# ---- alu_share_arbiter ----
### Clock nets, alu_share_arbiter

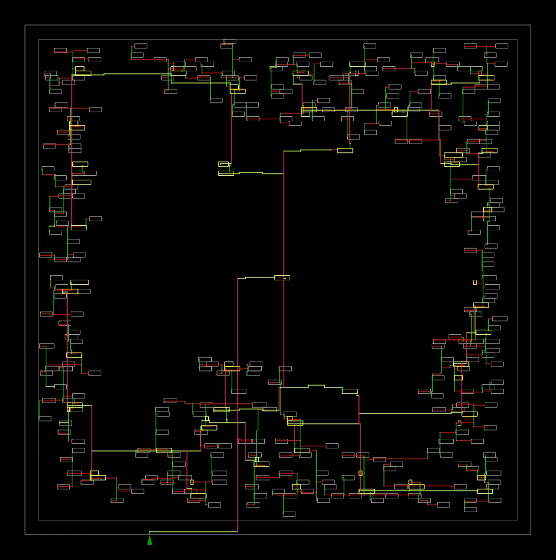

### config.mk
export PLATFORM = sky130hd
export DESIGN_NAME = alu_share_arbiter
export DESIGN_NICKNAME = d
export VERILOG_FILES = /design/src/rtl/alu_share_arbiter.sv
export SDC_FILE = /design/constraint.sdc
export NUM_CORES = 1
export LEC_CHECK = 0
export ABC_CLOCK_PERIOD_IN_PS = 1500
export CAP_MARGIN = 40
export CORE_AREA = 8 8 295 297
export DETAILED_ROUTE_END_ITERATION = 10
export DIE_AREA = 0 0 303 305
export PLACE_DENSITY = 0.49
export SYNTH_ARGS = -nofsm -noshare
export SYNTH_HDL_FRONTEND = slang
export SYNTH_SLANG_ARGS = --single-unit
### constraint.sdc
create_clock -name clk -period 1.5 [get_ports clk]
set_input_delay 0.3 -clock clk [delete_from_list [all_inputs] [get_ports clk]]
set_output_delay 0.3 -clock clk [all_outputs]
set_load 0.005 [all_outputs]
### src/rtl/alu_share_arbiter.sv
// rtl/alu_share_arbiter.sv - round-robin share of one combinational ALU between two requesters
module alu_share_arbiter #(
  parameter int DATA_W = 64,
  parameter int OP_W   = 4,
  parameter int CNT_W  = 32
) (
  input  logic                clk,
  input  logic                rst,
  input  logic [1:0]          req_valid,
  output logic [1:0]          req_ready,
  input  logic [2*DATA_W-1:0] req_a,
  input  logic [2*DATA_W-1:0] req_b,
  input  logic [2*DATA_W-1:0] req_imm,
  input  logic [2*OP_W-1:0]   req_op,
  input  logic [1:0]          req_alusrc,
  output logic [DATA_W-1:0]   alu_a,
  output logic [DATA_W-1:0]   alu_b,
  output logic [DATA_W-1:0]   alu_imm,
  output logic [OP_W-1:0]     alu_op,
  output logic                alu_alusrc,
  input  logic [DATA_W-1:0]   alu_result,
  output logic [1:0]          rsp_valid,
  input  logic [1:0]          rsp_ready,
  output logic [DATA_W-1:0]   rsp_result,
  output logic                rsp_zero,
  output logic                busy,
  output logic [CNT_W-1:0]    op_count
);

  typedef enum logic [1:0] {IDLE, EXEC, RESP} state_t;

  state_t state;
  state_t state_next;

  logic last_grant;  // index of the requester served most recently
  logic grant_idx;   // index of the requester owning the op in flight
  logic win;         // arbitration winner in the current IDLE cycle
  logic any_req;
  logic rsp_fire;

  // Arbitration: a lone requester wins; on contention the one not served last wins.
  always_comb begin
    any_req = |req_valid;
    win     = 1'b0;
    case (req_valid)
      2'b10:   win = 1'b1;
      2'b11:   win = ~last_grant;
      default: win = 1'b0;
    endcase
  end

  // Only the owner's rsp_ready completes the response; the other bit is ignored.
  assign rsp_fire = rsp_ready[grant_idx];
  assign busy     = (state != IDLE);

  // State register.
  always_ff @(posedge clk) begin
    if (rst) begin
      state <= IDLE;
    end else begin
      state <= state_next;
    end
  end

  // Next-state logic and the combinational accept strobe.
  always_comb begin
    state_next = state;
    req_ready  = 2'b00;
    case (state)
      IDLE: begin
        if (any_req) begin
          req_ready  = win ? 2'b10 : 2'b01;
          state_next = EXEC;
        end
      end
      EXEC: state_next = RESP;
      RESP: begin
        if (rsp_fire) begin
          state_next = IDLE;
        end
      end
      default: state_next = IDLE;
    endcase
  end

  // Datapath: latch winner's operands, capture the ALU result, hold the response.
  always_ff @(posedge clk) begin
    if (rst) begin
      last_grant <= 1'b1;
      grant_idx  <= 1'b0;
      alu_a      <= '0;
      alu_b      <= '0;
      alu_imm    <= '0;
      alu_op     <= '0;
      alu_alusrc <= 1'b0;
      rsp_valid  <= 2'b00;
      rsp_result <= '0;
      rsp_zero   <= 1'b0;
      op_count   <= '0;
    end else begin
      case (state)
        IDLE: begin
          if (any_req) begin
            grant_idx  <= win;
            alu_a      <= win ? req_a[2*DATA_W-1:DATA_W]   : req_a[DATA_W-1:0];
            alu_b      <= win ? req_b[2*DATA_W-1:DATA_W]   : req_b[DATA_W-1:0];
            alu_imm    <= win ? req_imm[2*DATA_W-1:DATA_W] : req_imm[DATA_W-1:0];
            alu_op     <= win ? req_op[2*OP_W-1:OP_W]      : req_op[OP_W-1:0];
            alu_alusrc <= win ? req_alusrc[1]              : req_alusrc[0];
          end
        end
        EXEC: begin
          rsp_result <= alu_result;
          rsp_zero   <= (alu_result == '0);
          rsp_valid  <= grant_idx ? 2'b10 : 2'b01;
        end
        RESP: begin
          if (rsp_fire) begin
            rsp_valid  <= 2'b00;
            last_grant <= grant_idx;
            op_count   <= op_count + CNT_W'(1);
          end
        end
        default: ;
      endcase
    end
  end

endmodule

# ---- mem_access_unit ----
$ cat src/rtl/mem_access_unit.sv
`default_nettype none
// ============================================================================
// Module      : mem_access_unit
// Description : MEM-stage load/store sequencer with a request/ack data-memory
//               port, size/sign handling, misalignment detect and ack timeout.
// Revision    : 1.0  initial release
// ============================================================================
module mem_access_unit #(
  parameter int ACK_TIMEOUT = 64
) (
  input  logic        clk,
  input  logic        reset,
  input  logic        MemReadM,
  input  logic        MemWriteM,
  input  logic [2:0]  Funct3M,
  input  logic [31:0] ALUResultM,
  input  logic [31:0] WriteDataM,
  output logic [31:0] TruncResultM,
  output logic        StallM,
  output logic        MisalignM,
  output logic        TimeoutM,
  output logic        dmem_req,
  output logic        dmem_we,
  output logic [31:0] dmem_addr,
  output logic [31:0] dmem_wdata,
  output logic [3:0]  dmem_be,
  input  logic        dmem_ack,
  input  logic [31:0] dmem_rdata
);

  localparam int c_CNT_W = ($clog2(ACK_TIMEOUT + 1) > 6) ? $clog2(ACK_TIMEOUT + 1) : 6;
  localparam logic [c_CNT_W-1:0] c_LAST = c_CNT_W'(ACK_TIMEOUT - 1);

  typedef enum logic [1:0] {
    IDLE = 2'd0,
    REQ  = 2'd1,
    DONE = 2'd2
  } state_t;

  state_t               r_state;
  state_t               w_next;
  logic [c_CNT_W-1:0]   r_wait_cnt;
  logic [1:0]           r_off;
  logic [2:0]           r_funct3;
  logic                 w_pending;
  logic                 w_misalign;
  logic                 w_start;
  logic                 w_ack_ok;
  logic                 w_expire;
  logic [3:0]           w_be;
  logic [31:0]          w_wdata;
  logic [31:0]          w_lane;
  logic [31:0]          w_load;

  // Size decode uses Funct3[1:0] only, so 011/110/111 fall into the word case.
  always_comb begin
    w_pending  = MemReadM | MemWriteM;
    w_misalign = 1'b0;
    w_be       = 4'b1111;
    w_wdata    = WriteDataM;
    case (Funct3M[1:0])
      2'b00: begin
        w_be    = 4'b0001 << ALUResultM[1:0];
        w_wdata = {4{WriteDataM[7:0]}};
      end
      2'b01: begin
        w_misalign = ALUResultM[0];
        w_be       = ALUResultM[1] ? 4'b1100 : 4'b0011;
        w_wdata    = {2{WriteDataM[15:0]}};
      end
      default: begin
        w_misalign = |ALUResultM[1:0];
      end
    endcase
    if (!MemWriteM) begin
      w_be = 4'b1111;
    end
  end

  always_comb begin
    w_lane = dmem_rdata >> {r_off, 3'b000};
    w_load = dmem_rdata;
    case (r_funct3[1:0])
      2'b00:   w_load = r_funct3[2] ? {24'b0, w_lane[7:0]} : {{24{w_lane[7]}}, w_lane[7:0]};
      2'b01:   w_load = r_funct3[2] ? {16'b0, w_lane[15:0]} : {{16{w_lane[15]}}, w_lane[15:0]};
      default: w_load = dmem_rdata;
    endcase
  end

  always_comb begin
    w_next    = r_state;
    StallM    = 1'b0;
    MisalignM = 1'b0;
    dmem_req  = 1'b0;
    w_start   = 1'b0;
    w_ack_ok  = 1'b0;
    w_expire  = 1'b0;
    case (r_state)
      IDLE: begin
        if (w_pending) begin
          if (w_misalign) begin
            MisalignM = 1'b1;
          end else begin
            w_start = 1'b1;
            StallM  = 1'b1;
            w_next  = REQ;
          end
        end
      end
      REQ: begin
        StallM   = 1'b1;
        dmem_req = 1'b1;
        if (dmem_ack) begin
          w_ack_ok = 1'b1;
          w_next   = DONE;
        end else if (r_wait_cnt == c_LAST) begin
          w_expire = 1'b1;
          w_next   = DONE;
        end
      end
      DONE:    w_next = IDLE;
      default: w_next = IDLE;
    endcase
  end

  always_ff @(posedge clk) begin
    if (reset) begin
      r_state      <= IDLE;
      r_wait_cnt   <= '0;
      r_off        <= 2'b00;
      r_funct3     <= 3'b000;
      TruncResultM <= 32'h0;
      TimeoutM     <= 1'b0;
      dmem_we      <= 1'b0;
      dmem_addr    <= 32'h0;
      dmem_wdata   <= 32'h0;
      dmem_be      <= 4'b0000;
    end else begin
      r_state  <= w_next;
      TimeoutM <= w_expire;
      if (w_start) begin
        dmem_addr  <= {ALUResultM[31:2], 2'b00};
        dmem_we    <= MemWriteM;
        dmem_be    <= w_be;
        dmem_wdata <= w_wdata;
        r_off      <= ALUResultM[1:0];
        r_funct3   <= Funct3M;
        r_wait_cnt <= '0;
      end else if (r_state == REQ && !dmem_ack) begin
        r_wait_cnt <= r_wait_cnt + c_CNT_W'(1);
      end
      // Loads only; an abandoned load returns zero.
      if (w_ack_ok && !dmem_we) begin
        TruncResultM <= w_load;
      end else if (w_expire && !dmem_we) begin
        TruncResultM <= 32'h0;
      end
    end
  end

endmodule
`default_nettype wire

$ cat config.mk
export PLATFORM = sky130hd
export DESIGN_NAME = mem_access_unit
export DESIGN_NICKNAME = d
export VERILOG_FILES = /design/src/rtl/mem_access_unit.sv
export SDC_FILE = /design/constraint.sdc
export NUM_CORES = 1
export LEC_CHECK = 0
export CAP_MARGIN = 20
export CELL_PAD_IN_SITES_DETAIL_PLACEMENT = 1
export CELL_PAD_IN_SITES_GLOBAL_PLACEMENT = 1
export CORE_MARGIN = 4
export CORE_UTILIZATION = 27
export DETAILED_ROUTE_END_ITERATION = 16
export PLACE_DENSITY = 0.8
export SLEW_MARGIN = 20
export SYNTH_ARGS = -nofsm -noshare
export SYNTH_HDL_FRONTEND = slang
export SYNTH_SLANG_ARGS = --single-unit
export TNS_END_PERCENT = 20
$ cat constraint.sdc
create_clock -name clk -period 1.6 [get_ports clk]
set_input_delay 0.16 -clock clk [delete_from_list [all_inputs] [get_ports clk]]
set_output_delay 0.16 -clock clk [all_outputs]
set_load 0.02 [all_outputs]
### Metal 1, alu_share_arbiter

The bar under the picture is 100 microns long. Cells faint in the background.
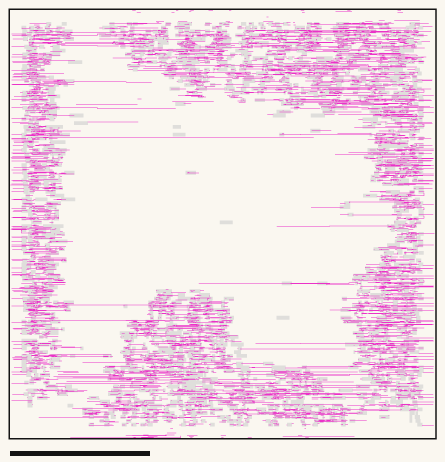
main direction: horizontal
longest straight run: 193 microns
wire length on this layer: 26.9 mm
nets with wire on the layer: 2,404
share of all routed wire: 37%

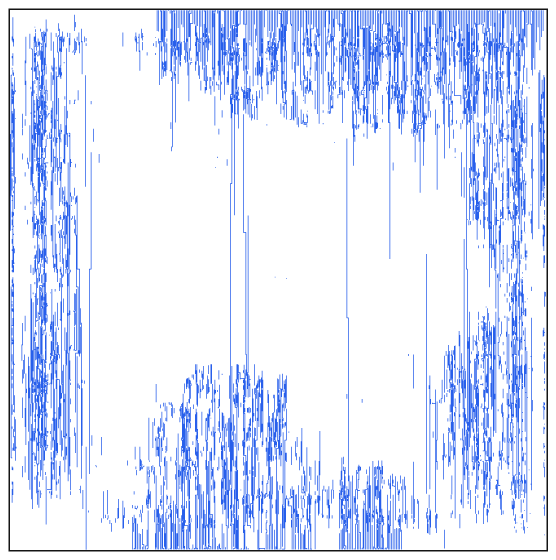
*Signal wires on met2, alu_share_arbiter*
main direction: vertical
wire length on this layer: 36.2 mm

Notes on 'Clock nets' of alu_share_arbiter above:
Seq Cell Count: 300
clock latency on the worst-skew pair: 0.54 ns
CLK BUF: 52
clock network power: 9.43 mW

==> CHANGELOG.md, alu_share_arbiter <==
### Changed

- # hold bufs at CTS: 0
- #MultiIn Comb: ~800
- Critical path, cell by cell: nor2_4 -> buf_6 -> and3_4 -> buf_12 -> buf_16 -> buf_12 -> buf_16 -> a222oi_1 -> nor2_1
- Fin Setup TNS: -42.71 ns
- TritonCTS Buffers: 38
- Simple Share, Synth: around 17%
- Post-CTS Setup Bufs: 33
- Final worst slack: -0.330 ns
- Most numerous logic cells after layout: 462 x clkdlybuf4s50_1, 241 x dfxtp_1, 210 x nor2_1
- Clock sinks: roughly 300
- Violated checks: setup timing
- Pwr top: the clock network
- Well Taps: 1,080
- Worst Setup EP: alu_b[54]$_SDFFE_PP0P_
- Post-Route WL: ~73,000 microns
- Run status: finished with violations
- Post-CTS Resized: between 600 and 700
- Antenna violations before repair: 6
- Global-route wire length before repair: 100,000 microns
- Post-synth top area share: around 53%
- Fin crit share: 122%
- Setup violations, final: between 200 and 250
- Util after Layout: roughly 29%
- Min-Delay Endpoint: rsp_valid[0]$_SDFFE_PP0P_
- Worst-Margin Slew: just under 0.4 ns
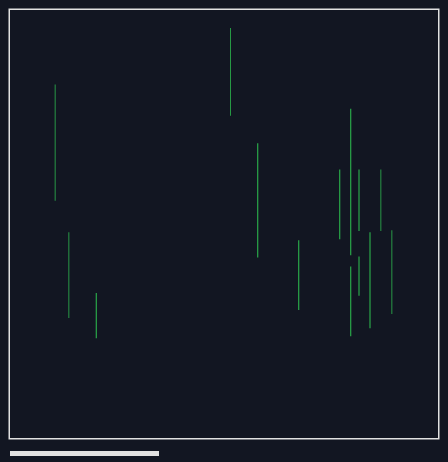
*The metal 4 layer, mem_access_unit*
The bar under the picture is 50 microns long.
longest straight run: 49.0 microns
nets with wire on the layer: 11
wire length on this layer: 382 microns
share of all routed wire: 1.9%
main direction: vertical

==> CHANGELOG.md, mem_access_unit <==
### Changed

- Post-synthesis instance total: 595
- Hold path depth: 3
- Complex Gates by Area: 22.7%
- Switch share: between 20 and 30%
- Violated checks: setup timing
- Top FF cell, synth: dfxtp_1
- Setup violations, final: 23
- Final worst slack: -0.110 ns
- Cell total in the yosys stat output: ~600
- Critical path, cell by cell: ha_4 -> nand4_4 -> or3b_4 -> o2bb2ai_4 -> a221o_1
- Largest cells by area after synthesis: dfxtp_1 46%, nand2_1 9.6%, a21oi_1 7.8%
- Clk root buf: clkbuf_16
- Worst Setup EP: TruncResultM[30]$_SDFFE_PP0P_
- #MultiIn Comb: approximately 420
- Log Warnings: 29
- Final hold vios: 0
- Post-CTS Resized: 21
- Logic share of the area: 30.6%
- Fin Setup TNS: -1.84 ns
- Synthesized area: ~0.0050 sq mm
- CP max-delay cell: or3b_4
- Worst R2R End: TruncResultM[30]$_SDFFE_PP0P_
- Number of port buffers: 206
- Filler Cell Count: between 2,000 and 2,500
- Top Registers: TruncResultM x32, dmem_wdata x32, dmem_addr x30
- Run status: finished with violations

## Gallery

M3 wires.
(a)
The bar under the picture is 100 microns long.
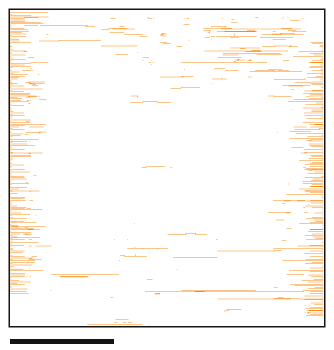
(b)
The bar under the picture is 50 microns long.
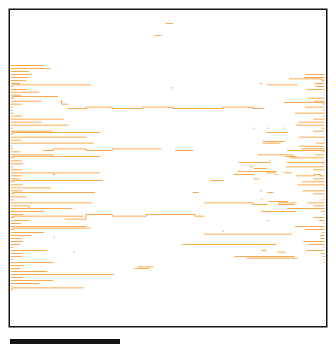
mem_access_unit: (b)
alu_share_arbiter: (a)
The one with the largest die is (a).

Key to (a):
longest straight run: 153 microns
wire length on this layer: 6,850 microns


Power and IR drop assume default switching activity.
